# mem_arbiter

### Met1 routing, mem_arbiter

Scale bar: 20 µm.
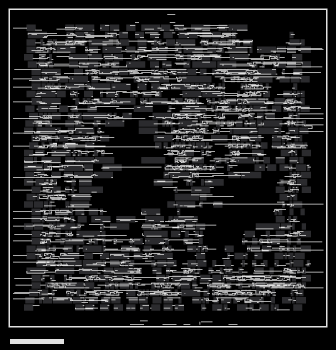
## src/rtl/mem_arbiter.sv

```systemverilog
// mem_arbiter: arbitrates one shared RAM port between an instruction requester
// and a data requester. Data has fixed priority. A granted request is latched
// and replayed to the RAM until ramstate reports ACCESS. ERROR causes a
// one-cycle strobe drop followed by a retry. A grant-cycle counter aborts a
// transaction that never completes within TIMEOUT cycles.
//
// Optional build macro MEM_ARBITER_FAIR_EN: after a data access completes with
// an instruction request pending, the next arbitration favours the
// instruction side once.
//
// Handshake: a requester holds its REN/WEN high and watches its *wait output.
// The transaction is done in the single cycle where *wait is 0, and *load is
// valid only in that cycle. A request that drops mid-grant still completes at
// the RAM. Its wait-low pulse still happens and the requester ignores it.
module mem_arbiter #(
  parameter int TIMEOUT = 64,
  parameter int WORD_W  = 32
) (
  input  logic              CLK,
  input  logic              nRST,
  input  logic              iREN,
  input  logic [WORD_W-1:0] iaddr,
  input  logic              dREN,
  input  logic              dWEN,
  input  logic [WORD_W-1:0] daddr,
  input  logic [WORD_W-1:0] dstore,
  output logic              iwait,
  output logic [WORD_W-1:0] iload,
  output logic              dwait,
  output logic [WORD_W-1:0] dload,
  output logic              ramREN,
  output logic              ramWEN,
  output logic [WORD_W-1:0] ramaddr,
  output logic [WORD_W-1:0] ramstore,
  input  logic [WORD_W-1:0] ramload,
  input  logic [1:0]        ramstate,
  output logic              err,
  output logic [1:0]        o_dbg_state
);

  // Only ACCESS and ERROR change behaviour. FREE and BUSY both mean "keep waiting".
  localparam logic [1:0] RS_ACCESS = 2'd2;
  localparam logic [1:0] RS_ERROR  = 2'd3;

  localparam int CNT_W = ($clog2(TIMEOUT + 1) > 8) ? $clog2(TIMEOUT + 1) : 8;
  localparam logic [CNT_W-1:0] CNT_LAST = CNT_W'(TIMEOUT - 1);

  typedef enum logic [1:0] {
    IDLE   = 2'd0,
    IGRANT = 2'd1,
    DGRANT = 2'd2,
    ABORT  = 2'd3
  } state_t;

  state_t            r_state;
  logic [CNT_W-1:0]  r_cnt;
  logic [WORD_W-1:0] r_addr;
  logic [WORD_W-1:0] r_store;
  logic              r_wr;
  logic              r_ren;
  logic              r_wen;
  logic              r_drop;   // strobes deliberately low for one cycle after ERROR
  logic              r_err;
  logic              r_hold;   // blocks arbitration in the cycle reset is released
`ifdef MEM_ARBITER_FAIR_EN
  logic              r_fair;   // instruction side owed one turn
`endif

  logic w_in_grant;
  logic w_live_access;
  logic w_i_done;
  logic w_d_done;
  logic w_d_req;

  assign w_in_grant    = (r_state == IGRANT) || (r_state == DGRANT);
  assign w_live_access = w_in_grant && !r_drop && (ramstate == RS_ACCESS);
  assign w_i_done      = w_live_access && (r_state == IGRANT);
  assign w_d_done      = w_live_access && (r_state == DGRANT);
  assign w_d_req       = dREN || dWEN;

  assign iwait       = !w_i_done;
  assign dwait       = !w_d_done;
  assign iload       = w_i_done ? ramload : '0;
  assign dload       = w_d_done ? ramload : '0;
  assign ramREN      = r_ren;
  assign ramWEN      = r_wen;
  assign ramaddr     = r_addr;
  assign ramstore    = r_store;
  assign err         = r_err;
  assign o_dbg_state = r_state;

  // Arbitration FSM: latch the winner, replay to RAM, handle retry and timeout.
  always_ff @(posedge CLK) begin
    if (!nRST) begin
      r_state <= IDLE;
      r_cnt   <= '0;
      r_addr  <= '0;
      r_store <= '0;
      r_wr    <= 1'b0;
      r_ren   <= 1'b0;
      r_wen   <= 1'b0;
      r_drop  <= 1'b0;
      r_err   <= 1'b0;
      r_hold  <= 1'b1;
`ifdef MEM_ARBITER_FAIR_EN
      r_fair  <= 1'b0;
`endif
    end else begin
      r_err  <= 1'b0;
      r_hold <= 1'b0;
      case (r_state)
        IDLE: begin
          if (!r_hold) begin
`ifdef MEM_ARBITER_FAIR_EN
            if (r_fair && iREN) begin
              r_state <= IGRANT;
              r_addr  <= iaddr;
              r_store <= '0;
              r_wr    <= 1'b0;
              r_ren   <= 1'b1;
              r_wen   <= 1'b0;
              r_cnt   <= '0;
              r_drop  <= 1'b0;
              r_fair  <= 1'b0;
            end else
`endif
            if (w_d_req) begin
              // A simultaneous read and write is served as a write.
              r_state <= DGRANT;
              r_addr  <= daddr;
              r_store <= dstore;
              r_wr    <= dWEN;
              r_ren   <= !dWEN;
              r_wen   <= dWEN;
              r_cnt   <= '0;
              r_drop  <= 1'b0;
`ifdef MEM_ARBITER_FAIR_EN
              r_fair  <= 1'b0;
`endif
            end else if (iREN) begin
              r_state <= IGRANT;
              r_addr  <= iaddr;
              r_store <= '0;
              r_wr    <= 1'b0;
              r_ren   <= 1'b1;
              r_wen   <= 1'b0;
              r_cnt   <= '0;
              r_drop  <= 1'b0;
`ifdef MEM_ARBITER_FAIR_EN
              r_fair  <= 1'b0;
`endif
            end
          end
        end
        IGRANT, DGRANT: begin
          if (w_live_access) begin
            r_state <= IDLE;
            r_ren   <= 1'b0;
            r_wen   <= 1'b0;
`ifdef MEM_ARBITER_FAIR_EN
            r_fair  <= (r_state == DGRANT) && iREN;
`endif
          end else if (r_cnt == CNT_LAST) begin
            r_state <= ABORT;
            r_ren   <= 1'b0;
            r_wen   <= 1'b0;
            r_drop  <= 1'b0;
            r_err   <= 1'b1;
          end else begin
            // The counter keeps running across retries, so an ERROR loop still times out.
            r_cnt <= r_cnt + 1'b1;
            if (r_drop) begin
              r_drop <= 1'b0;
              r_ren  <= !r_wr;
              r_wen  <= r_wr;
            end else if (ramstate == RS_ERROR) begin
              r_drop <= 1'b1;
              r_ren  <= 1'b0;
              r_wen  <= 1'b0;
            end
          end
        end
        ABORT: begin
          r_state <= IDLE;
        end
        default: begin
          r_state <= IDLE;
        end
      endcase
    end
  end

endmodule

```

## config.mk

```make
export PLATFORM = sky130hd
export DESIGN_NAME = mem_arbiter
export DESIGN_NICKNAME = d
export VERILOG_FILES = /design/src/rtl/mem_arbiter.sv
export SDC_FILE = /design/constraint.sdc
export NUM_CORES = 1
export LEC_CHECK = 0
export ABC_AREA = 1
export CAP_MARGIN = 20
export CORE_MARGIN = 5
export CORE_UTILIZATION = 36
export DETAILED_ROUTE_END_ITERATION = 8
export PLACE_DENSITY = 0.77
export SKIP_LAST_GASP = 1
export SLEW_MARGIN = 10
export SYNTH_ARGS = -nofsm -noshare
export SYNTH_HDL_FRONTEND = slang
export SYNTH_SLANG_ARGS = --single-unit
```

## constraint.sdc

```tcl
create_clock -name CLK -period 2.23 [get_ports CLK]
set_input_delay 0.3345 -clock CLK [delete_from_list [all_inputs] [get_ports CLK]]
set_output_delay 0.3345 -clock CLK [all_outputs]
set_load 0.01 [all_outputs]
```

==> impl_metrics.py <==
# Auto-generated metrics
metrics = {
    "outcome": {
        "status": "finished, final reports clean",
    },
    "critical_path": {
        "max_stage_delay_ns": 0.33,
        "critPathBufInv": 3,
        "cp_max_fo": 16,
        "cp.required_ns": 1.90,
        "crit_start": "o_dbg_state[0]$_SDFFE_PN0P_",
        "crit_end": "dload[8]",
    },
    "yosys": {
        "ys_seq_share_pct": 39.1,
        "top_cell_area_share_pct": 39.1,
        "ys_area_um2": 4100,
        "synth-edff-count": 0,
        "ys_warn_count": 0,
    },
    "routing": {
        "drt.antenna.violating_nets": 0,
    },
    "clocking": {
        "post_cts_buffers": 1,
        "cts_tree": "done",
    },
    "cells_and_area": {
        "fin_util_pct": 63.9,
        "inverters_excl_clock": 56,
        "area.growth.synth_to_final_pct": 75.7,
        "layout_top_cells": "clkdlybuf4s50_1 (203), nand2_1 (146), nor2_1 (117), a21oi_1 (101), dfxtp_1 (78)",
    },
    "final_timing": {
        "tightest_slew_ns": 0.416,
        "setup_slack_ns": 0.0547,
        "fmax_ghz": 0.460,
        "min_period_ns": 2.18,
    },
    "global_route": {
        "met2_usage_pct": 38.7,
    },
    "power_and_ir_drop": {
        "leakage_nw": 3.09,
    },
    "hold_path": {
        "hold_path_depth": 2,
    },
    "floorplanning": {
        "taps": 143,
    },
}
Notes on 'Met1 routing' of mem_arbiter above:
longest straight run: 40.5 µm
nets with wire on the layer: 895
final WL: 15200 µm
routed via count: 5002
met1 Use GR: 22.1%

-- logic make-up after synthesis --
kind of cell    synth area share, %
simple gates                   35.7
compound gates                 13.1
buf+inv                        10.5
flops                          39.1
fa+ha+maj                      1.53
-- power by group --
part / internal, mW / switching (mW) / leakage (nW)
clock network: 0.931 / 0.582 / 0.153
logic: 1.22 / 1.39 / 2.28
registers: 1.66 / 0.136 / 0.654
-- worst min-delay path: cells and delay by family (launching register included) --
kind | cells | cell delay, ns
simple gates | 1 | 0.06
flops | 1 | 0.31
compound gates | 1 | 0.05

# hc153_scan_reader

<file path="src/rtl/hc153_scan_reader.sv">
// Scans a dual 4:1 HC153-style mux over two wires and rebuilds both 4-bit inputs into q1/q2.
// Latency: done pulses 4*(SETTLE_CYCLES+1) cycles after the start-accept edge; results are registered.
// Backpressure: none; start is honoured only in IDLE and is dropped during a scan. Option: MUX_SCAN_VERIFY_EN.
module hc153_scan_reader #(
    parameter int SETTLE_CYCLES = 2
) (
    input  logic       clk,
    input  logic       rst,
    input  logic       start,
    output logic       busy,
    output logic       done,
    output logic       valid,
    output logic       sel_b,
    output logic       sel_a,
    output logic       ng1,
    output logic       ng2,
    input  logic       y1,
    input  logic       y2,
    output logic [3:0] q1,
    output logic [3:0] q2,
    output logic       err
);

    typedef enum logic {
        IDLE = 1'b0,
        SCAN = 1'b1
    } state_t;

    localparam logic [3:0] RELOAD = 4'(SETTLE_CYCLES);

    // The settle counter is 4 bits wide; the verify build needs a cnt==1 slot.
    generate
        if (SETTLE_CYCLES < 0 || SETTLE_CYCLES > 15) begin : g_bad_settle
            $error("SETTLE_CYCLES must be in 0..15");
        end
`ifdef MUX_SCAN_VERIFY_EN
        if (SETTLE_CYCLES == 0) begin : g_bad_verify
            $error("SETTLE_CYCLES must be at least 1 when verification is enabled");
        end
`endif
    endgenerate

    state_t     state, state_n;
    logic [3:0] cnt, cnt_n;
    logic [1:0] sel, sel_n;
    logic [3:0] sh1, sh1_n, sh2, sh2_n;
    logic [3:0] q1_n, q2_n;
    logic       busy_n, done_n, valid_n, ng_n;

`ifdef MUX_SCAN_VERIFY_EN
    logic v1, v1_n, v2, v2_n;
    logic flag, flag_n;
    logic err_r, err_n;
    logic mismatch;
    assign err = err_r;
`else
    assign err = 1'b0;
`endif

    assign sel_b = sel[1];
    assign sel_a = sel[0];

    // Next-state and next-output logic; every register holds unless a branch updates it.
    always_comb begin
        state_n = state;
        cnt_n   = cnt;
        sel_n   = sel;
        sh1_n   = sh1;
        sh2_n   = sh2;
        q1_n    = q1;
        q2_n    = q2;
        busy_n  = busy;
        done_n  = 1'b0;
        valid_n = valid;
        ng_n    = ng1;
`ifdef MUX_SCAN_VERIFY_EN
        v1_n     = v1;
        v2_n     = v2;
        flag_n   = flag;
        err_n    = err_r;
        mismatch = (y1 != v1) || (y2 != v2);
`endif
        case (state)
            IDLE: begin
                if (start) begin
                    state_n = SCAN;
                    busy_n  = 1'b1;
                    ng_n    = 1'b0;
                    sel_n   = 2'd0;
                    cnt_n   = RELOAD;
                    sh1_n   = 4'd0;
                    sh2_n   = 4'd0;
`ifdef MUX_SCAN_VERIFY_EN
                    flag_n  = 1'b0;
`endif
                end
            end
            SCAN: begin
                if (cnt != 4'd0) begin
                    cnt_n = cnt - 4'd1;
`ifdef MUX_SCAN_VERIFY_EN
                    // Early sample, compared against the final sample one cycle later.
                    if (cnt == 4'd1) begin
                        v1_n = y1;
                        v2_n = y2;
                    end
`endif
                end else begin
                    // Select 00 carries C[3], so the bit index is the inverted select.
                    sh1_n[~sel] = y1;
                    sh2_n[~sel] = y2;
`ifdef MUX_SCAN_VERIFY_EN
                    flag_n = flag | mismatch;
`endif
                    if (sel != 2'd3) begin
                        sel_n = sel + 2'd1;
                        cnt_n = RELOAD;
                    end else begin
                        q1_n    = sh1_n;
                        q2_n    = sh2_n;
                        done_n  = 1'b1;
                        valid_n = 1'b1;
                        busy_n  = 1'b0;
                        ng_n    = 1'b1;
                        sel_n   = 2'd0;
                        state_n = IDLE;
`ifdef MUX_SCAN_VERIFY_EN
                        err_n   = flag | mismatch;
`endif
                    end
                end
            end
            default: state_n = IDLE;
        endcase
    end

    // State and registered outputs; reset aborts any scan in progress.
    always_ff @(posedge clk) begin
        if (rst) begin
            state <= IDLE;
            cnt   <= 4'd0;
            sel   <= 2'd0;
            sh1   <= 4'd0;
            sh2   <= 4'd0;
            q1    <= 4'd0;
            q2    <= 4'd0;
            busy  <= 1'b0;
            done  <= 1'b0;
            valid <= 1'b0;
            ng1   <= 1'b1;
            ng2   <= 1'b1;
`ifdef MUX_SCAN_VERIFY_EN
            v1    <= 1'b0;
            v2    <= 1'b0;
            flag  <= 1'b0;
            err_r <= 1'b0;
`endif
        end else begin
            state <= state_n;
            cnt   <= cnt_n;
            sel   <= sel_n;
            sh1   <= sh1_n;
            sh2   <= sh2_n;
            q1    <= q1_n;
            q2    <= q2_n;
            busy  <= busy_n;
            done  <= done_n;
            valid <= valid_n;
            ng1   <= ng_n;
            ng2   <= ng_n;
`ifdef MUX_SCAN_VERIFY_EN
            v1    <= v1_n;
            v2    <= v2_n;
            flag  <= flag_n;
            err_r <= err_n;
`endif
        end
    end

endmodule
</file>
<file path="config.mk">
export PLATFORM = sky130hd
export DESIGN_NAME = hc153_scan_reader
export DESIGN_NICKNAME = d
export VERILOG_FILES = /design/src/rtl/hc153_scan_reader.sv
export SDC_FILE = /design/constraint.sdc
export NUM_CORES = 1
export LEC_CHECK = 0
export ABC_CLOCK_PERIOD_IN_PS = 1700
export CAP_MARGIN = 20
export CORE_MARGIN = 4
export CORE_UTILIZATION = 45
export DETAILED_ROUTE_END_ITERATION = 8
export GPL_TIMING_DRIVEN = 0
export PLACE_DENSITY = 0.84
export SYNTH_ARGS = -nofsm -noshare
export SYNTH_HDL_FRONTEND = slang
export SYNTH_SLANG_ARGS = --single-unit
</file>
<file path="constraint.sdc">
create_clock -name clk -period 1.7 [get_ports clk]
set_input_delay 0.255 -clock clk [delete_from_list [all_inputs] [get_ports clk]]
set_output_delay 0.255 -clock clk [all_outputs]
set_load 0.01 [all_outputs]
</file>
### Metal 2, hc153_scan_reader

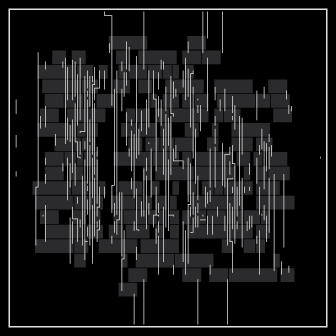
share of all routed wire: 48%
wire length on this layer: 1270 µm
longest straight run: 26.9 µm
main direction: vertical
nets with wire on the layer: 139
final WL: 2620 µm
grt met2 use: 26.5%
routed via count: 1023

==> impl_metrics.py <==
# Auto-generated metrics
metrics = {
    "global_route": {
        "grt_pass1_vias": 956,
        "antenna_found_initial": 0,
    },
    "floorplanning": {
        "fp.dieArea_um2": 3500,
        "die_height_um": 59.2,
        "dieWidth_um": 59.2,
        "io_pins": 21,
        "fp-utilization_pct": 47.6,
        "core-area_um2": 2480,
        "placementRows": 18,
    },
    "critical_path": {
        "cp-end-kind": "output port",
        "crit_start": "sel[1]$_SDFFE_PP0P_",
        "max_stage_delay_ns": 0.58,
        "rrSetupSlack_ns": 0.18,
        "worst_r2r_path_depth": 5,
        "crit_end": "sel_b",
        "crit_slowest_cell": "clkdlybuf4s50_1",
        "path_depth": 1,
        "r2r_start": "sel[1]$_SDFFE_PP0P_",
        "cp_max_fo": 6,
        "cp.required_ns": 1.44,
        "critPathKind": "register to output port",
    },
    "clocking": {
        "postCtsHoldBufs": 0,
        "cts.sinks": 25,
        "cts_tree": "done",
        "cts_buffers": 3,
        "clkTransAtPathRegs_ns": 0.13,
        "cts_buffer_depth": 2,
        "post_cts_buffers": 0,
    },
    "power_and_ir_drop": {
        "leakage_nw": 0.569,
        "peakVddDrop_v": 0.000736,
        "p_total_mw": 1.10,
        "power-top-group": "sequential cells",
        "clock_net_power_uw": 266,
    },
    "yosys": {
        "ys_seq_share_pct": 42.5,
        "top_area_cell": "dfxtp_1",
        "synth-simple-area-share_pct": 19.9,
        "ys_warn_count": 0,
        "xor_share_pct": 0,
        "top_cell_area_share_pct": 42.5,
        "synth_flops": 25,
        "most_common_cell": "dfxtp_1",
        "synth_cells": 125,
        "synth.area.top_cells": "dfxtp_1 (42%), ha_1 (6.4%), a21oi_1 (5.1%)",
        "syn_area_um2": 1180,
        "common_cells": "dfxtp_1 (25), a21oi_1 (12), a211oi_1 (7), a21o_1 (7), nand2_1 (7)",
        "synthFlopType": "dfxtp_1",
    },
    "cells_and_area": {
        "layout_top_cells": "dfxtp_1 (23), clkdlybuf4s50_1 (19), a21oi_1 (12)",
        "fin_cells": 179,
        "final_layout_size_suffix_gt1_share_pct": 16.8,
        "layout_top_cell": "dfxtp_1",
        "final_area_um2": 1480,
        "largest_registers": "cnt (4), q1 (4), q2 (4)",
        "fillCellCount": 235,
        "nNetsFinal": 161,
        "antenna_cells": 0,
    },
    "hold_path": {
        "worstHoldStart": "sh1[1]$_SDFFE_PP0P_",
        "hold_class": "register to register",
        "hold_path_depth": 1,
    },
    "routing": {
        "post_drt_wl_per_cell_um": 14.7,
        "drcViolationCount": 0,
        "drt_iter0_drc": 46,
    },
    "job": {
        "max_cap_viol_count": 0,
        "warning_count": 30,
    },
    "final_timing": {
        "grt_setup_unrepaired": "no",
        "setup_viol": 0,
        "tns_ns": 0,
        "maxSlewHeadroom_pct": 64.6,
    },
    "placement": {
        "hpwl_um": 1910,
    },
    "outcome": {
        "status": "finished, final reports clean",
    },
}
layer usage:
metal | global-route usage (%) | part of all wire, %
met4 | 7.12 | 1.4
met3 | 5.23 | 4.5
met2 | 26.5 | 48
met1 | 21.6 | 46
met5 | 0 | 0
cell type report:
| type | count | area (µm²) | area share, % |
|---|---|---|---|
| tap | 30 | 37.5 | 2.54 |
| inverter | 5 | 21.3 | 1.44 |
| multi-input combinational | 85 | 623 | 42.2 |
| timing repair buffer | 20 | 198 | 13.4 |
| sequential | 25 | 503 | 34.1 |
| clock buffer | 4 | 26.3 | 1.78 |
| buffer | 10 | 66.3 | 4.50 |

# sl811_host_bus

### Metal 2, sl811_host_bus

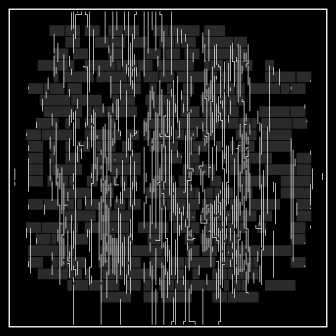
==> src/rtl/sl811_host_bus.sv <==
// SL811 host bus master: each access is an address write (A0=0) then a data read/write (A0=1).
// Optional macro SL811_AUTOINC_EN skips the address phase when the chip's autoincrement already points at addr.
module sl811_host_bus #(
    parameter int T_SU  = 1,
    parameter int T_STB = 3,
    parameter int T_REC = 2
) (
    input  logic       clk,
    input  logic       rst,
    input  logic       req,
    input  logic       rnw,
    input  logic [7:0] addr,
    input  logic [7:0] wdata,
    output logic       busy,
    output logic       ack,
    output logic [7:0] rdata,
    output logic       sl_a0,
    output logic       sl_cs_n,
    output logic       sl_rd_n,
    output logic       sl_wr_n,
    output logic [7:0] sl_d_out,
    output logic       sl_d_oe,
    input  logic [7:0] sl_d_in,
    input  logic       sl_intrq,
    output logic       intrq
);

    typedef enum logic [2:0] {
        IDLE,
        A_SU,
        A_STB,
        A_REC,
        D_SU,
        D_STB,
        D_REC
    } state_t;

    localparam logic [3:0] SU_LD  = 4'(T_SU - 1);
    localparam logic [3:0] STB_LD = 4'(T_STB - 1);
    localparam logic [3:0] REC_LD = 4'(T_REC - 1);

    state_t     state_reg, state_next;
    logic [3:0] cnt_reg, cnt_next;
    logic       rnw_reg;
    logic [7:0] addr_reg, wdata_reg;
    logic       busy_reg, ack_reg, a0_reg, cs_n_reg, rd_n_reg, wr_n_reg, d_oe_reg;
    logic [7:0] rdata_reg, d_out_reg;
    logic [1:0] sync_reg;

    logic       busy_next, ack_next, a0_next, cs_n_next, rd_n_next, wr_n_next, d_oe_next;
    logic [7:0] d_out_next;
    logic       last, capture, data_done, first_rec, hit;
    logic       rnw_cur;
    logic [7:0] addr_cur, wdata_cur;

    assign last      = (cnt_reg == 4'd0);
    assign capture   = (state_reg == IDLE) && req;
    assign data_done = (state_reg == D_REC) && last;

    // Outputs are registered from the next state, so the request fields must
    // come straight from the inputs on the accepting edge.
    assign rnw_cur   = (state_reg == IDLE) ? rnw   : rnw_reg;
    assign addr_cur  = (state_reg == IDLE) ? addr  : addr_reg;
    assign wdata_cur = (state_reg == IDLE) ? wdata : wdata_reg;

`ifdef SL811_AUTOINC_EN
    logic [7:0] next_addr_reg;
    logic       next_valid_reg;

    assign hit = next_valid_reg && (addr == next_addr_reg);

    always_ff @(posedge clk) begin
        if (rst) begin
            next_addr_reg  <= 8'h00;
            next_valid_reg <= 1'b0;
        end else if (data_done) begin
            next_addr_reg  <= addr_reg + 8'd1;
            next_valid_reg <= 1'b1;
        end
    end
`else
    assign hit = 1'b0;
`endif

    always_comb begin
        state_next = state_reg;
        cnt_next   = last ? cnt_reg : cnt_reg - 4'd1;
        ack_next   = 1'b0;
        case (state_reg)
            IDLE: begin
                cnt_next = cnt_reg;
                if (req) begin
                    state_next = hit ? D_SU : A_SU;
                    cnt_next   = SU_LD;
                end
            end
            A_SU:  if (last) begin state_next = A_STB; cnt_next = STB_LD; end
            A_STB: if (last) begin state_next = A_REC; cnt_next = REC_LD; end
            A_REC: if (last) begin state_next = D_SU;  cnt_next = SU_LD;  end
            D_SU:  if (last) begin state_next = D_STB; cnt_next = STB_LD; end
            D_STB: if (last) begin state_next = D_REC; cnt_next = REC_LD; end
            D_REC: if (last) begin state_next = IDLE; cnt_next = 4'd0; ack_next = 1'b1; end
            default: begin state_next = IDLE; cnt_next = 4'd0; end
        endcase
    end

    always_comb begin
        busy_next  = (state_next != IDLE);
        cs_n_next  = !(state_next inside {A_SU, A_STB, D_SU, D_STB});
        a0_next    = (state_next inside {D_SU, D_STB, D_REC});
        wr_n_next  = !((state_next == A_STB) || ((state_next == D_STB) && !rnw_cur));
        rd_n_next  = !((state_next == D_STB) && rnw_cur);
        // Data stays driven one cycle past the write strobe for hold time.
        first_rec  = ((state_next == A_REC) && (state_reg == A_STB)) ||
                     ((state_next == D_REC) && (state_reg == D_STB));
        d_oe_next  = (state_next inside {A_SU, A_STB}) ||
                     ((state_next == A_REC) && first_rec) ||
                     (!rnw_cur && ((state_next inside {D_SU, D_STB}) ||
                                   ((state_next == D_REC) && first_rec)));
        d_out_next = d_out_reg;
        if (state_next inside {A_SU, A_STB, A_REC})
            d_out_next = addr_cur;
        else if ((state_next inside {D_SU, D_STB, D_REC}) && !rnw_cur)
            d_out_next = wdata_cur;
    end

    always_ff @(posedge clk) begin
        if (rst) begin
            state_reg <= IDLE;
            cnt_reg   <= 4'd0;
            rnw_reg   <= 1'b0;
            addr_reg  <= 8'h00;
            wdata_reg <= 8'h00;
            busy_reg  <= 1'b0;
            ack_reg   <= 1'b0;
            rdata_reg <= 8'h00;
            a0_reg    <= 1'b0;
            cs_n_reg  <= 1'b1;
            rd_n_reg  <= 1'b1;
            wr_n_reg  <= 1'b1;
            d_out_reg <= 8'h00;
            d_oe_reg  <= 1'b0;
            sync_reg  <= 2'b00;
        end else begin
            state_reg <= state_next;
            cnt_reg   <= cnt_next;
            if (capture) begin
                rnw_reg   <= rnw;
                addr_reg  <= addr;
                wdata_reg <= wdata;
            end
            busy_reg  <= busy_next;
            ack_reg   <= ack_next;
            if ((state_reg == D_STB) && last && rnw_reg)
                rdata_reg <= sl_d_in;
            a0_reg    <= a0_next;
            cs_n_reg  <= cs_n_next;
            rd_n_reg  <= rd_n_next;
            wr_n_reg  <= wr_n_next;
            d_out_reg <= d_out_next;
            d_oe_reg  <= d_oe_next;
            sync_reg  <= {sync_reg[0], sl_intrq};
        end
    end

    assign busy     = busy_reg;
    assign ack      = ack_reg;
    assign rdata    = rdata_reg;
    assign sl_a0    = a0_reg;
    assign sl_cs_n  = cs_n_reg;
    assign sl_rd_n  = rd_n_reg;
    assign sl_wr_n  = wr_n_reg;
    assign sl_d_out = d_out_reg;
    assign sl_d_oe  = d_oe_reg;
    assign intrq    = sync_reg[1];

endmodule

==> config.mk <==
export PLATFORM = sky130hd
export DESIGN_NAME = sl811_host_bus
export DESIGN_NICKNAME = d
export VERILOG_FILES = /design/src/rtl/sl811_host_bus.sv
export SDC_FILE = /design/constraint.sdc
export NUM_CORES = 1
export LEC_CHECK = 0
export CORE_MARGIN = 3
export CORE_UTILIZATION = 50
export DETAILED_ROUTE_END_ITERATION = 10
export PLACE_DENSITY_LB_ADDON = 0.25
export SLEW_MARGIN = 20
export SYNTH_ARGS = -nofsm -noshare
export SYNTH_HDL_FRONTEND = slang
export SYNTH_SLANG_ARGS = --single-unit
export TNS_END_PERCENT = 30
==> constraint.sdc <==
create_clock -name clk -period 3.3 [get_ports clk]
set_clock_uncertainty 0.15 [all_clocks]
set_input_delay 0.825 -clock clk [delete_from_list [all_inputs] [get_ports clk]]
set_output_delay 0.825 -clock clk [all_outputs]
set_load 0.01 [all_outputs]
==> impl_metrics.py <==
# Auto-generated metrics
metrics = {
    "final_timing": {
        "tightest_slew_ns": 0.796,
        "hold_violations": 0,
        "min_period_ns": 2.35,
    },
    "power_and_ir_drop": {
        "powerSeq_uw": 829,
        "power_density_nw_per_um2": 737,
        "pwr-share-comb_pct": 46.4,
        "internal_power_mw": 1.34,
        "clock_power_share_pct": 15.2,
    },
    "yosys": {
        "xor_share_pct": 0.753,
        "top_area_cell": "dfxtp_1",
        "ys_sh_aoi_pct": 23.0,
        "top_cell_area_share_pct": 42.2,
        "mux_area_share_pct": 8.34,
        "fp_nets": 297,
        "synth-edff-count": 0,
        "logic_family": "AND-OR/OR-AND gates",
        "fa_ha_area_share_pct": 0,
        "ys_warn_count": 0,
        "common_cells": "dfxtp_1 (49), nand2_1 (40), a21oi_1 (27)",
        "ys_seq_share_pct": 42.2,
    },
    "clocking": {
        "cts_resized": 0,
        "cts.sinks": 49,
        "h-tree-depth": 2,
        "post_cts_buffers": 0,
        "cts_buffers": 5,
        "ctsRootBufferMaster": "clkbuf_8",
    },
    "outcome": {
        "status": "finished, final reports clean",
    },
    "critical_path": {
        "worst_r2r_path_depth": 5,
        "cp.required_ns": 3.34,
        "rrSetupSlack_ns": 1.09,
        "cp.arrival_ns": 2.39,
        "crit_end": "busy$_SDFF_PP0_",
    },
    "routing": {
        "post_drt_via_cell_ratio": 5.79,
        "drt.antenna.violating_nets": 0,
        "drt-pass1-iter-count": 4,
    },
    "cells_and_area": {
        "seq-cell-share_pct": 33.5,
        "clkbuf_count": 5,
        "regArea_um2": 981,
        "logic_area_um2": 1220,
        "largestClassByArea": "combinational gates",
        "comb_share_pct": 41.7,
        "fillCellCount": 369,
        "final_layout_size_suffix_gt1_share_pct": 8.41,
        "antenna_cells": 0,
        "seq_cells": 49,
        "clk_share_pct": 2.52,
        "inverters_excl_clock": 2,
    },
    "placement": {
        "dp.cells": 355,
        "io_buffers": 52,
    },
    "job": {
        "warning_count": 26,
    },
    "floorplanning": {
        "placementRows": 24,
        "fp.dieArea_um2": 5510,
        "fp-utilization_pct": 52.7,
    },
    "hold_path": {
        "hold_path_depth": 1,
    },
    "global_route": {
        "grt_max_degree": 26,
    },
}
About 'Metal 2' of sl811_host_bus:
share of all routed wire: 48%
longest straight run: 35.0 µm
wire length on this layer: 2570 µm
final WL: 5390 µm
routed via count: 2091
grt met2 use: 35.1%

[placed cells by master, fill, tap and decap left out, types with 3 or more instances in the layout]
master / count
dfxtp_1: 49
or2_2: 3
o31a_1: 8
clkdlybuf4s50_1: 52
nor2_1: 13
a211oi_1: 11
o21ai_0: 4
nor2b_1: 5
a21oi_1: 27
buf_4: 8
a21boi_0: 8
mux2i_1: 16
o32ai_1: 8
clkbuf_8: 5
nor3_1: 10
nand2_1: 40
nor4_1: 4
[worst max-delay path, stage by stage]
cell	delay, ns
clkdlybuf4s50_1	0.87
buf_4	0.32
a21oi_2	0.05
or3_1	0.32

# keypad_scanner_flat

### Met1 routing, keypad_scanner_flat

Scale bar: 20 µm.
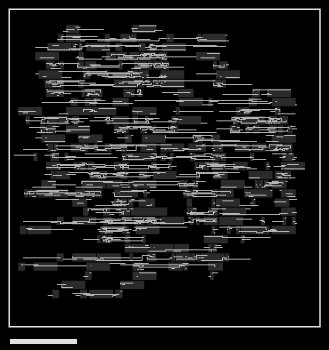
==> src/rtl/keypad_pkg.sv <==
// keypad_pkg: shared keypad geometry, key index helpers and scanner state encoding
package keypad_pkg;
    localparam int NUM_ROWS  = 4;
    localparam int NUM_COLS  = 4;
    localparam int KEY_IDX_W = 4;
    localparam int ROW_W     = 2;
    typedef enum logic [1:0] {IDLE, SCAN, UPDATE} state_t;
    // scan bit index is col*4+row; reported key code is row*4+col
    function automatic logic [KEY_IDX_W-1:0] scan_to_code(input logic [KEY_IDX_W-1:0] bit_idx);
        return {bit_idx[ROW_W-1:0], bit_idx[KEY_IDX_W-1:ROW_W]};
    endfunction
endpackage

==> src/rtl/keypad_scanner_if.sv <==
// keypad_scanner_if: keypad pins plus scanned key report toward the debouncer
interface keypad_scanner_if;
    import keypad_pkg::*;
    logic [NUM_ROWS-1:0]  row_in;
    logic [NUM_COLS-1:0]  col_out;
    logic                 key_raw;
    logic [KEY_IDX_W-1:0] key_code;
    logic                 multi_key;
    logic                 frame_done;
    modport master (input row_in, output col_out, key_raw, key_code, multi_key, frame_done);
    modport slave  (output row_in, input col_out, key_raw, key_code, multi_key, frame_done);
endinterface

==> src/rtl/keypad_scanner_sync_2ff.sv <==
// sync_2ff: generic two-flop synchronizer with a configurable reset value
module sync_2ff #(
    parameter int               WIDTH   = 1,
    parameter logic [WIDTH-1:0] RST_VAL = '0
) (
    input  logic             clk,
    input  logic             reset,
    input  logic [WIDTH-1:0] d,
    output logic [WIDTH-1:0] q
);
    logic [WIDTH-1:0] meta;
    always_ff @(posedge clk) begin
        if (reset) begin
            meta <= RST_VAL;
            q    <= RST_VAL;
        end else begin
            meta <= d;
            q    <= meta;
        end
    end
endmodule

==> src/rtl/keypad_scanner.sv <==
// keypad_scanner: 4x4 column-scan keypad reader reporting single-key and multi-key frames
module keypad_scanner
    import keypad_pkg::*;
#(
    parameter int SETTLE_CYCLES = 1000
) (
    input logic              clk,
    input logic              reset,
    keypad_scanner_if.master kp
);
    localparam int CNT_W = $clog2(SETTLE_CYCLES);
    localparam logic [CNT_W-1:0] RELOAD = CNT_W'(SETTLE_CYCLES - 1);

    if (SETTLE_CYCLES < 3) begin : g_bad_settle
        $error("SETTLE_CYCLES must be at least 3");
    end

    state_t                        state, state_nxt;
    logic [1:0]                    col_idx, col_idx_nxt;
    logic [CNT_W-1:0]              cnt, cnt_nxt;
    logic [NUM_ROWS*NUM_COLS-1:0]  frame_bits, bits_nxt;
    logic [NUM_ROWS-1:0]           row_sync;
    logic                          key_raw_q, key_raw_nxt, multi_q, multi_nxt, done_q, done_nxt;
    logic [KEY_IDX_W-1:0]          code_q, code_nxt, enc;
    logic [4:0]                    pop;

    sync_2ff #(.WIDTH(NUM_ROWS), .RST_VAL(4'b1111)) u_sync (
        .clk   (clk),
        .reset (reset),
        .d     (kp.row_in),
        .q     (row_sync)
    );

    always_ff @(posedge clk) begin
        if (reset) begin
            state      <= IDLE;
            col_idx    <= '0;
            cnt        <= '0;
            frame_bits <= '0;
            key_raw_q  <= 1'b0;
            multi_q    <= 1'b0;
            code_q     <= '0;
            done_q     <= 1'b0;
        end else begin
            state      <= state_nxt;
            col_idx    <= col_idx_nxt;
            cnt        <= cnt_nxt;
            frame_bits <= bits_nxt;
            key_raw_q  <= key_raw_nxt;
            multi_q    <= multi_nxt;
            code_q     <= code_nxt;
            done_q     <= done_nxt;
        end
    end

    always_comb begin
        pop = 5'($countones(frame_bits));
        enc = '0;
        for (int i = NUM_ROWS*NUM_COLS-1; i >= 0; i--)
            if (frame_bits[i]) enc = scan_to_code(KEY_IDX_W'(i));
        state_nxt   = state;
        col_idx_nxt = col_idx;
        cnt_nxt     = cnt;
        bits_nxt    = frame_bits;
        key_raw_nxt = key_raw_q;
        multi_nxt   = multi_q;
        code_nxt    = code_q;
        done_nxt    = 1'b0;
        case (state)
            IDLE: begin
                state_nxt   = SCAN;
                col_idx_nxt = '0;
                cnt_nxt     = RELOAD;
            end
            SCAN: begin
                cnt_nxt = cnt - 1'b1;
                if (cnt == '0) begin
                    bits_nxt[{col_idx, 2'b00} +: NUM_ROWS] = ~row_sync;
                    cnt_nxt     = RELOAD;
                    col_idx_nxt = col_idx + 1'b1;
                    state_nxt   = (col_idx == 2'd3) ? UPDATE : SCAN;
                end
            end
            UPDATE: begin
                state_nxt   = SCAN;
                bits_nxt    = '0;
                col_idx_nxt = '0;
                cnt_nxt     = RELOAD;
                done_nxt    = 1'b1;
                key_raw_nxt = (pop == 5'd1);
                multi_nxt   = (pop >= 5'd2);
                code_nxt    = (pop == 5'd1) ? enc : code_q;
            end
            default: state_nxt = IDLE;
        endcase
    end

    assign kp.col_out    = (state == SCAN) ? ~(4'b0001 << col_idx) : 4'b1111;
    assign kp.key_raw    = key_raw_q;
    assign kp.multi_key  = multi_q;
    assign kp.key_code   = code_q;
    assign kp.frame_done = done_q;
endmodule

==> src/flat_wrapper.sv <==
// flat-port wrapper written by rule: the top's interface ports become plain ports
module keypad_scanner_flat import keypad_pkg::*;
#(
    parameter int SETTLE_CYCLES = 1000
)
  (clk, reset, kp_row_in, kp_col_out, kp_key_raw, kp_key_code, kp_multi_key, kp_frame_done);
  keypad_scanner_if kp_i ();
  input logic clk;
  input logic reset;
  input wire logic [$bits(kp_i.row_in)-1:0] kp_row_in;
  output wire logic [$bits(kp_i.col_out)-1:0] kp_col_out;
  output wire logic [$bits(kp_i.key_raw)-1:0] kp_key_raw;
  output wire logic [$bits(kp_i.key_code)-1:0] kp_key_code;
  output wire logic [$bits(kp_i.multi_key)-1:0] kp_multi_key;
  output wire logic [$bits(kp_i.frame_done)-1:0] kp_frame_done;
  assign kp_i.row_in = kp_row_in;
  assign kp_col_out = kp_i.col_out;
  assign kp_key_raw = kp_i.key_raw;
  assign kp_key_code = kp_i.key_code;
  assign kp_multi_key = kp_i.multi_key;
  assign kp_frame_done = kp_i.frame_done;
  keypad_scanner #(.SETTLE_CYCLES(SETTLE_CYCLES)) u_core (.clk(clk), .reset(reset), .kp(kp_i));
endmodule
==> config.mk <==
export PLATFORM = sky130hd
export DESIGN_NAME = keypad_scanner_flat
export DESIGN_NICKNAME = d
export VERILOG_FILES = /design/src/rtl/keypad_pkg.sv /design/src/rtl/keypad_scanner_if.sv /design/src/rtl/keypad_scanner_sync_2ff.sv /design/src/rtl/keypad_scanner.sv /design/src/flat_wrapper.sv
export SDC_FILE = /design/constraint.sdc
export NUM_CORES = 1
export LEC_CHECK = 0
export CAP_MARGIN = 0
export CORE_AREA = 2 2 90 92
export DETAILED_ROUTE_END_ITERATION = 8
export DIE_AREA = 0 0 92 94
export DONT_BUFFER_PORTS = 1
export PLACE_DENSITY = 0.48
export SETUP_SLACK_MARGIN = 0.1
export SLEW_MARGIN = 20
export SYNTH_ARGS = -nofsm -noshare
export SYNTH_HDL_FRONTEND = slang
export SYNTH_SLANG_ARGS = --single-unit
==> constraint.sdc <==
create_clock -name clk -period 9.89 [get_ports clk]
set_clock_uncertainty 0.1 [all_clocks]
set_input_delay 1.978 -clock clk [delete_from_list [all_inputs] [get_ports clk]]
set_output_delay 1.978 -clock clk [all_outputs]
set_load 0.005 [all_outputs]
==> impl_metrics.py <==
# Auto-generated metrics
metrics = {
    "yosys": {
        "syn_avg_cell_area_um2": 9.02,
        "synthFlopType": "dfxtp_1",
        "fa_ha_area_share_pct": 18.8,
        "top_area_cell": "dfxtp_1",
        "fp_nets": 331,
        "synth_flops": 45,
        "xor_share_pct": 1.33,
        "ys_warn_count": 0,
        "common_cells": "dfxtp_1 (45), inv_1 (31), nand2_1 (23)",
        "most_common_cell": "dfxtp_1",
        "mux_area_share_pct": 0.428,
    },
    "job": {
        "max_cap_viol_count": 0,
    },
    "cells_and_area": {
        "area.growth.synth_to_final_pct": 6.75,
        "seq_cells": 45,
        "num-nonclk-buffers": 0,
        "antenna_cells": 0,
        "inverters_excl_clock": 31,
        "fin_util_pct": 36.9,
        "largest_registers": "u_core.frame_bits (16), u_core.cnt (10)",
        "nNetsFinal": 328,
        "largest_reg_flops": 16,
    },
    "global_route": {
        "grt_pass1_vias": 1894,
        "grt_busiest_layer": "met2",
        "met3_usage_pct": 2.73,
        "grt_overflow_total": 0,
    },
    "critical_path": {
        "max_stage_delay_ns": 0.54,
        "critPathBufInv": 5,
        "start_kind": "register",
        "path_depth": 16,
        "critPathKind": "register to register",
    },
    "placement": {
        "gp_congestion": 0.794,
        "dpl_cell_area_um2": 2690,
        "io_buffers": 0,
    },
    "routing": {
        "met3_length_um": 143,
    },
    "power_and_ir_drop": {
        "p_sw_uw": 81.4,
        "powerComb_uw": 22.6,
        "power_frac_seq_pct": 53.4,
        "leakage_nw": 1.12,
        "p_total_uw": 360,
        "clock_net_power_uw": 146,
    },
    "clocking": {
        "h-tree-depth": 2,
        "cts_buffers": 5,
        "clk_latency_ns": 0.29,
        "postCtsHoldBufs": 0,
    },
    "floorplanning": {
        "dieWidth_um": 92,
        "io_pins": 17,
        "fp.dieArea_um2": 8650,
        "taps": 102,
    },
    "final_timing": {
        "grt_setup_unrepaired": "no",
        "tns_ns": 0,
        "whs_ns": 0.314,
    },
    "outcome": {
        "status": "finished, final reports clean",
    },
}
## Picture notes: 'Met1 routing' of keypad_scanner_flat
wire length on this layer: 2900 µm
longest straight run: 35.0 µm
nets with wire on the layer: 292
met1 Use GR: 19.0%
final WL: 5450 µm
routed via count: 2023

==> final timing paths <==
check | from | to
hold / removal | u_core.u_sync.meta[1]$_SDFF_PP1_ | u_core.u_sync.q[1]$_SDFF_PP1_
setup / recovery | u_core.frame_bits[14]$_SDFFE_PP0P_ | u_core.kp.key_code[2]$_SDFFE_PP0P_
setup reg to reg | u_core.frame_bits[14]$_SDFFE_PP0P_ | u_core.kp.key_code[2]$_SDFFE_PP0P_
hold reg to reg | u_core.u_sync.meta[1]$_SDFF_PP1_ | u_core.u_sync.q[1]$_SDFF_PP1_

# serial_tx_lin

### Met1 routing, serial_tx_lin

Scale bar: 10 µm.
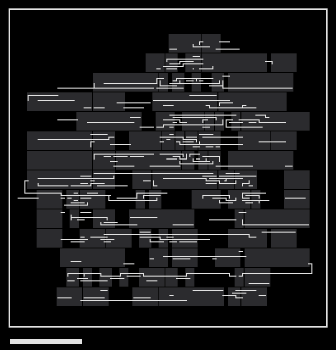
### Metal 2, serial_tx_lin

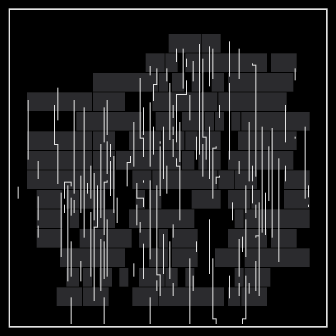
### src/rtl/serial_tx_pkg.sv
// Shared types and line levels for the serial frame transmitter.
package serial_tx_pkg;

  typedef enum logic [1:0] {
    IDLE  = 2'd0,
    START = 2'd1,
    DATA  = 2'd2,
    STOP  = 2'd3
  } tx_state_t;

  localparam logic LINE_IDLE = 1'b1;
  localparam logic START_BIT = 1'b0;
  localparam logic STOP_BIT  = 1'b1;

  // Counter width for a modulo-n count, never narrower than one bit.
  function automatic int cnt_width(input int n);
    return (n > 1) ? $clog2(n) : 1;
  endfunction

endpackage

### src/rtl/serial_tx_lin_dff.sv
// Linear storage cells: 1-bit async-reset flop with load enable, and a 1-to-2 fanout split.
// Flop output has exactly one consumer; any further fanout goes through split.
module dff_ar_lin #(
  parameter logic RST_VAL = 1'b0
) (
  input  logic clock,
  input  logic reset_n,
  input  logic i_en,
  input  logic i_d,
  output logic o_q
);

  logic r_q;

  always_ff @(posedge clock or negedge reset_n) begin
    if (!reset_n) begin
      r_q <= RST_VAL;
    end else if (i_en) begin
      r_q <= i_d;
    end
  end

  assign o_q = r_q;

endmodule

module split (
  input  logic i_a,
  output logic o_b,
  output logic o_c
);

  assign o_b = i_a;
  assign o_c = i_a;

endmodule

### src/rtl/serial_tx_lin.sv
// Framed serial transmitter (start, WIDTH data bits LSB first, stop); frame is (WIDTH+2)*CLKS_PER_BIT cycles, all outputs registered.
// One word accepted per frame on valid/ready; i_ready is high only in IDLE, upstream holds i_valid while busy.
module serial_tx_lin
  import serial_tx_pkg::*;
#(
  parameter int WIDTH        = 8,
  parameter int CLKS_PER_BIT = 4
) (
  input  logic             clock,
  input  logic             reset_n,
  input  logic [WIDTH-1:0] i_data,
  input  logic             i_valid,
  output logic             i_ready,
  output logic             o_serial,
  output logic             o_frame,
  output logic             o_done
);

  localparam int CW = cnt_width(CLKS_PER_BIT);
  localparam int BW = cnt_width(WIDTH);
  localparam logic [CW-1:0] CYC_LAST = CW'(CLKS_PER_BIT - 1);
  localparam logic [BW-1:0] BIT_LAST = BW'(WIDTH - 1);

  logic [1:0]       w_state_q;
  logic [1:0]       w_state_nsl;
  logic [1:0]       w_state_out;
  logic [1:0]       w_state_d_bits;
  tx_state_t        w_state;
  tx_state_t        w_state_d;
  logic [CW-1:0]    w_cyc_q;
  logic [CW-1:0]    w_cyc_d;
  logic [BW-1:0]    w_bit_q;
  logic [BW-1:0]    w_bit_d;
  logic [WIDTH-1:0] w_shreg_q;
  logic [WIDTH-1:0] w_shreg_d;
  logic [WIDTH-1:0] w_shreg_nxt;
  logic             w_shreg_en;
  logic             w_cyc_last;
  logic             w_ready_q;
  logic             w_ready_acc;
  logic             w_ready_d;
  logic             w_serial_d;
  logic             w_frame_d;
  logic             w_done_d;

  assign w_state    = tx_state_t'(w_state_nsl);
  assign w_cyc_last = (w_cyc_q == CYC_LAST);

  always_comb begin
    w_state_d  = w_state;
    w_cyc_d    = w_cyc_q;
    w_bit_d    = w_bit_q;
    w_shreg_en = 1'b0;
    w_shreg_d  = w_shreg_q >> 1;
    case (w_state)
      IDLE: begin
        if (i_valid && w_ready_acc) begin
          w_state_d  = START;
          w_shreg_en = 1'b1;
          w_shreg_d  = i_data;
          w_cyc_d    = '0;
          w_bit_d    = '0;
        end
      end
      START: begin
        w_cyc_d = w_cyc_q + 1'b1;
        if (w_cyc_last) begin
          w_cyc_d   = '0;
          w_state_d = DATA;
        end
      end
      DATA: begin
        w_cyc_d = w_cyc_q + 1'b1;
        if (w_cyc_last) begin
          w_cyc_d    = '0;
          w_shreg_en = 1'b1;
          if (w_bit_q == BIT_LAST) begin
            w_bit_d   = '0;
            w_state_d = STOP;
          end else begin
            w_bit_d = w_bit_q + 1'b1;
          end
        end
      end
      STOP: begin
        w_cyc_d = w_cyc_q + 1'b1;
        if (w_cyc_last) begin
          w_cyc_d   = '0;
          w_state_d = IDLE;
        end
      end
      default: w_state_d = IDLE;
    endcase
  end

  assign w_shreg_nxt    = w_shreg_en ? w_shreg_d : w_shreg_q;
  assign w_state_d_bits = w_state_d;

  // Outputs are decoded from the next state so they line up with it after the edge.
  always_comb begin
    w_serial_d = LINE_IDLE;
    case (w_state_d)
      START:   w_serial_d = START_BIT;
      DATA:    w_serial_d = w_shreg_nxt[0];
      STOP:    w_serial_d = STOP_BIT;
      default: w_serial_d = LINE_IDLE;
    endcase
    w_frame_d = (w_state_d != IDLE);
    w_ready_d = (w_state_d == IDLE);
    w_done_d  = (tx_state_t'(w_state_out) == STOP) && (w_state_d == IDLE);
  end

  for (genvar g = 0; g < 2; g++) begin : gen_state
    dff_ar_lin #(.RST_VAL(1'b0)) u_ff (
      .clock, .reset_n, .i_en(1'b1), .i_d(w_state_d_bits[g]), .o_q(w_state_q[g])
    );
    split u_split (.i_a(w_state_q[g]), .o_b(w_state_nsl[g]), .o_c(w_state_out[g]));
  end

  for (genvar g = 0; g < CW; g++) begin : gen_cyc
    dff_ar_lin #(.RST_VAL(1'b0)) u_ff (
      .clock, .reset_n, .i_en(1'b1), .i_d(w_cyc_d[g]), .o_q(w_cyc_q[g])
    );
  end

  for (genvar g = 0; g < BW; g++) begin : gen_bit
    dff_ar_lin #(.RST_VAL(1'b0)) u_ff (
      .clock, .reset_n, .i_en(1'b1), .i_d(w_bit_d[g]), .o_q(w_bit_q[g])
    );
  end

  for (genvar g = 0; g < WIDTH; g++) begin : gen_shreg
    dff_ar_lin #(.RST_VAL(1'b0)) u_ff (
      .clock, .reset_n, .i_en(w_shreg_en), .i_d(w_shreg_d[g]), .o_q(w_shreg_q[g])
    );
  end

  dff_ar_lin #(.RST_VAL(1'b1)) u_ready_ff (
    .clock, .reset_n, .i_en(1'b1), .i_d(w_ready_d), .o_q(w_ready_q)
  );
  split u_ready_split (.i_a(w_ready_q), .o_b(i_ready), .o_c(w_ready_acc));

  dff_ar_lin #(.RST_VAL(LINE_IDLE)) u_serial_ff (
    .clock, .reset_n, .i_en(1'b1), .i_d(w_serial_d), .o_q(o_serial)
  );
  dff_ar_lin #(.RST_VAL(1'b0)) u_frame_ff (
    .clock, .reset_n, .i_en(1'b1), .i_d(w_frame_d), .o_q(o_frame)
  );
  dff_ar_lin #(.RST_VAL(1'b0)) u_done_ff (
    .clock, .reset_n, .i_en(1'b1), .i_d(w_done_d), .o_q(o_done)
  );

endmodule

### config.mk
export PLATFORM = sky130hd
export DESIGN_NAME = serial_tx_lin
export DESIGN_NICKNAME = d
export VERILOG_FILES = /design/src/rtl/serial_tx_pkg.sv /design/src/rtl/serial_tx_lin_dff.sv /design/src/rtl/serial_tx_lin.sv
export SDC_FILE = /design/constraint.sdc
export NUM_CORES = 1
export LEC_CHECK = 0
export CORE_MARGIN = 2
export CORE_UTILIZATION = 54
export CTS_CLUSTER_DIAMETER = 80
export DETAILED_ROUTE_END_ITERATION = 8
export MAX_ROUTING_LAYER = met4
export PLACE_DENSITY = 0.83
export SLEW_MARGIN = 20
export SYNTH_ARGS = -nofsm -noshare
export SYNTH_HDL_FRONTEND = slang
export SYNTH_SLANG_ARGS = --single-unit
### constraint.sdc
create_clock -name clock -period 4 [get_ports clock]
set_input_delay 0.8 -clock clock [delete_from_list [all_inputs] [get_ports clock]]
set_output_delay 0.8 -clock clock [all_outputs]
set_load 0.02 [all_outputs]
==> impl_metrics.py <==
# Auto-generated metrics
metrics = {
    "outcome": {
        "status": "finished, final reports clean",
    },
    "clocking": {
        "cts.sinks": 19,
        "cts_tree": "done",
    },
    "yosys": {
        "async_flop_share_pct": 100,
        "top_area_cell": "dfrtp_1",
        "xor_share_pct": 1.01,
        "syn_area_um2": 867,
        "ys_seq_share_pct": 55.1,
        "ys_cells": 75,
        "common_cells": "dfrtp_1 (17), nand2_1 (12), mux2i_1 (6), o21ai_1 (6), a22o_1 (4)",
    },
    "placement": {
        "dpl_cell_area_um2": 997,
    },
    "cells_and_area": {
        "clk_share_pct": 2.69,
        "fin_util_pct": 68.0,
    },
    "global_route": {
        "grtUsageTotal_pct": 18.1,
    },
    "critical_path": {
        "start_kind": "register",
        "crit_family": "buffers and inverters",
    },
    "floorplanning": {
        "taps": 16,
    },
    "final_timing": {
        "grt_setup_unrepaired": "no",
    },
    "power_and_ir_drop": {
        "clock_power_share_pct": 13.5,
    },
}
## Picture notes: 'Met1 routing' of serial_tx_lin
wire length on this layer: 640 µm
share of all routed wire: 46%
met1 Use GR: 21.4%
final WL: 1400 µm
routed via count: 592

## Picture notes: 'Metal 2' of serial_tx_lin
longest straight run: 18.0 µm
nets with wire on the layer: 89
grt met2 use: 28.5%

==> cell families after synthesis <==
logic type,count (synthesis)
fa+ha+maj,3
xor+xnor,1
buf+inv,4
simple gates,23
flops,19
mux,7
compound gates,18
==> metrics by stage <==
step / cells / setup slack (ns)
floorplan: 75 / 2.29
global placement: 102 / 1.53
detailed placement: 102 / 1.47
CTS: 106 / 1.75
global route: 106 / 1.67
finish: 106 / 1.77


==> layout pictures side by side <==
Placement view.
image #1
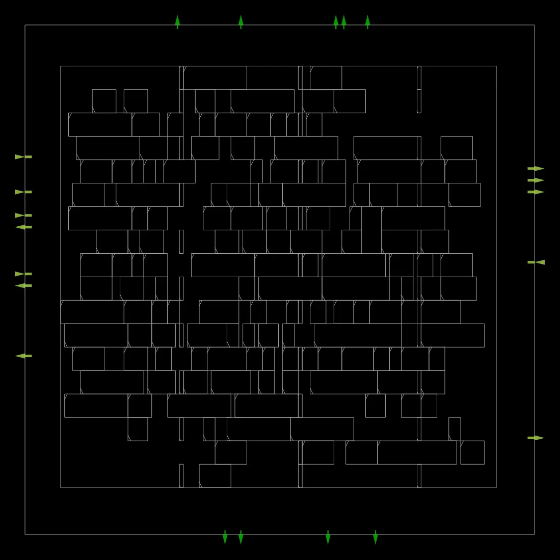
image #2
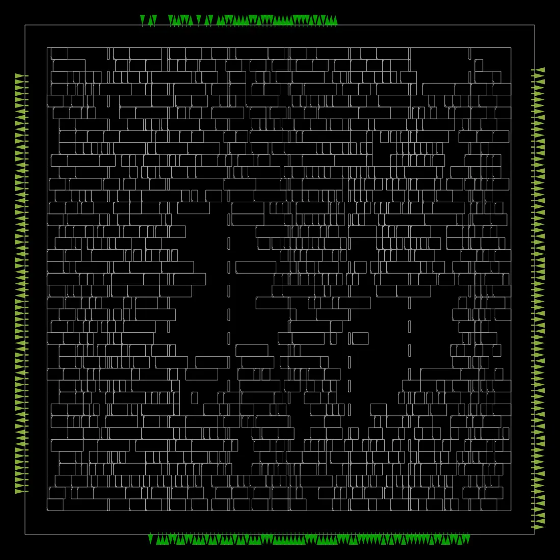
image #3
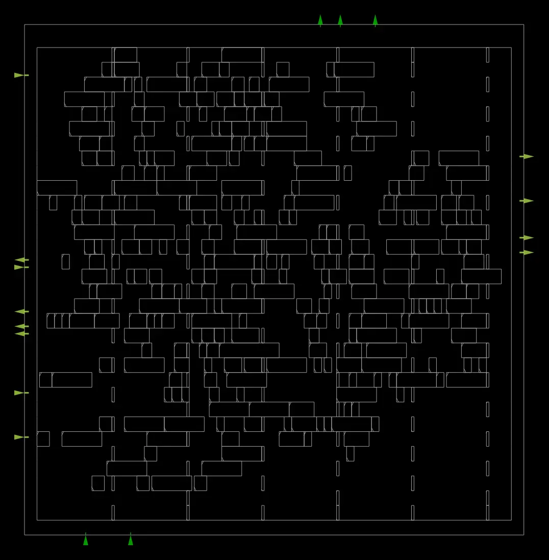
image #4
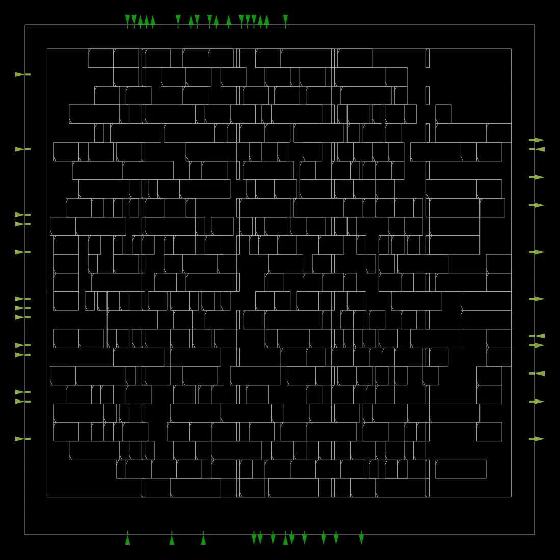
image #4: sl811_host_bus
image #2: mem_arbiter
image #3: keypad_scanner_flat
image #1: hc153_scan_reader
The one with the fewest sequential cells is image #1.
The one with the fewest cells is image #1.

No activity file was given, so power comes from the tool's default toggle rates.
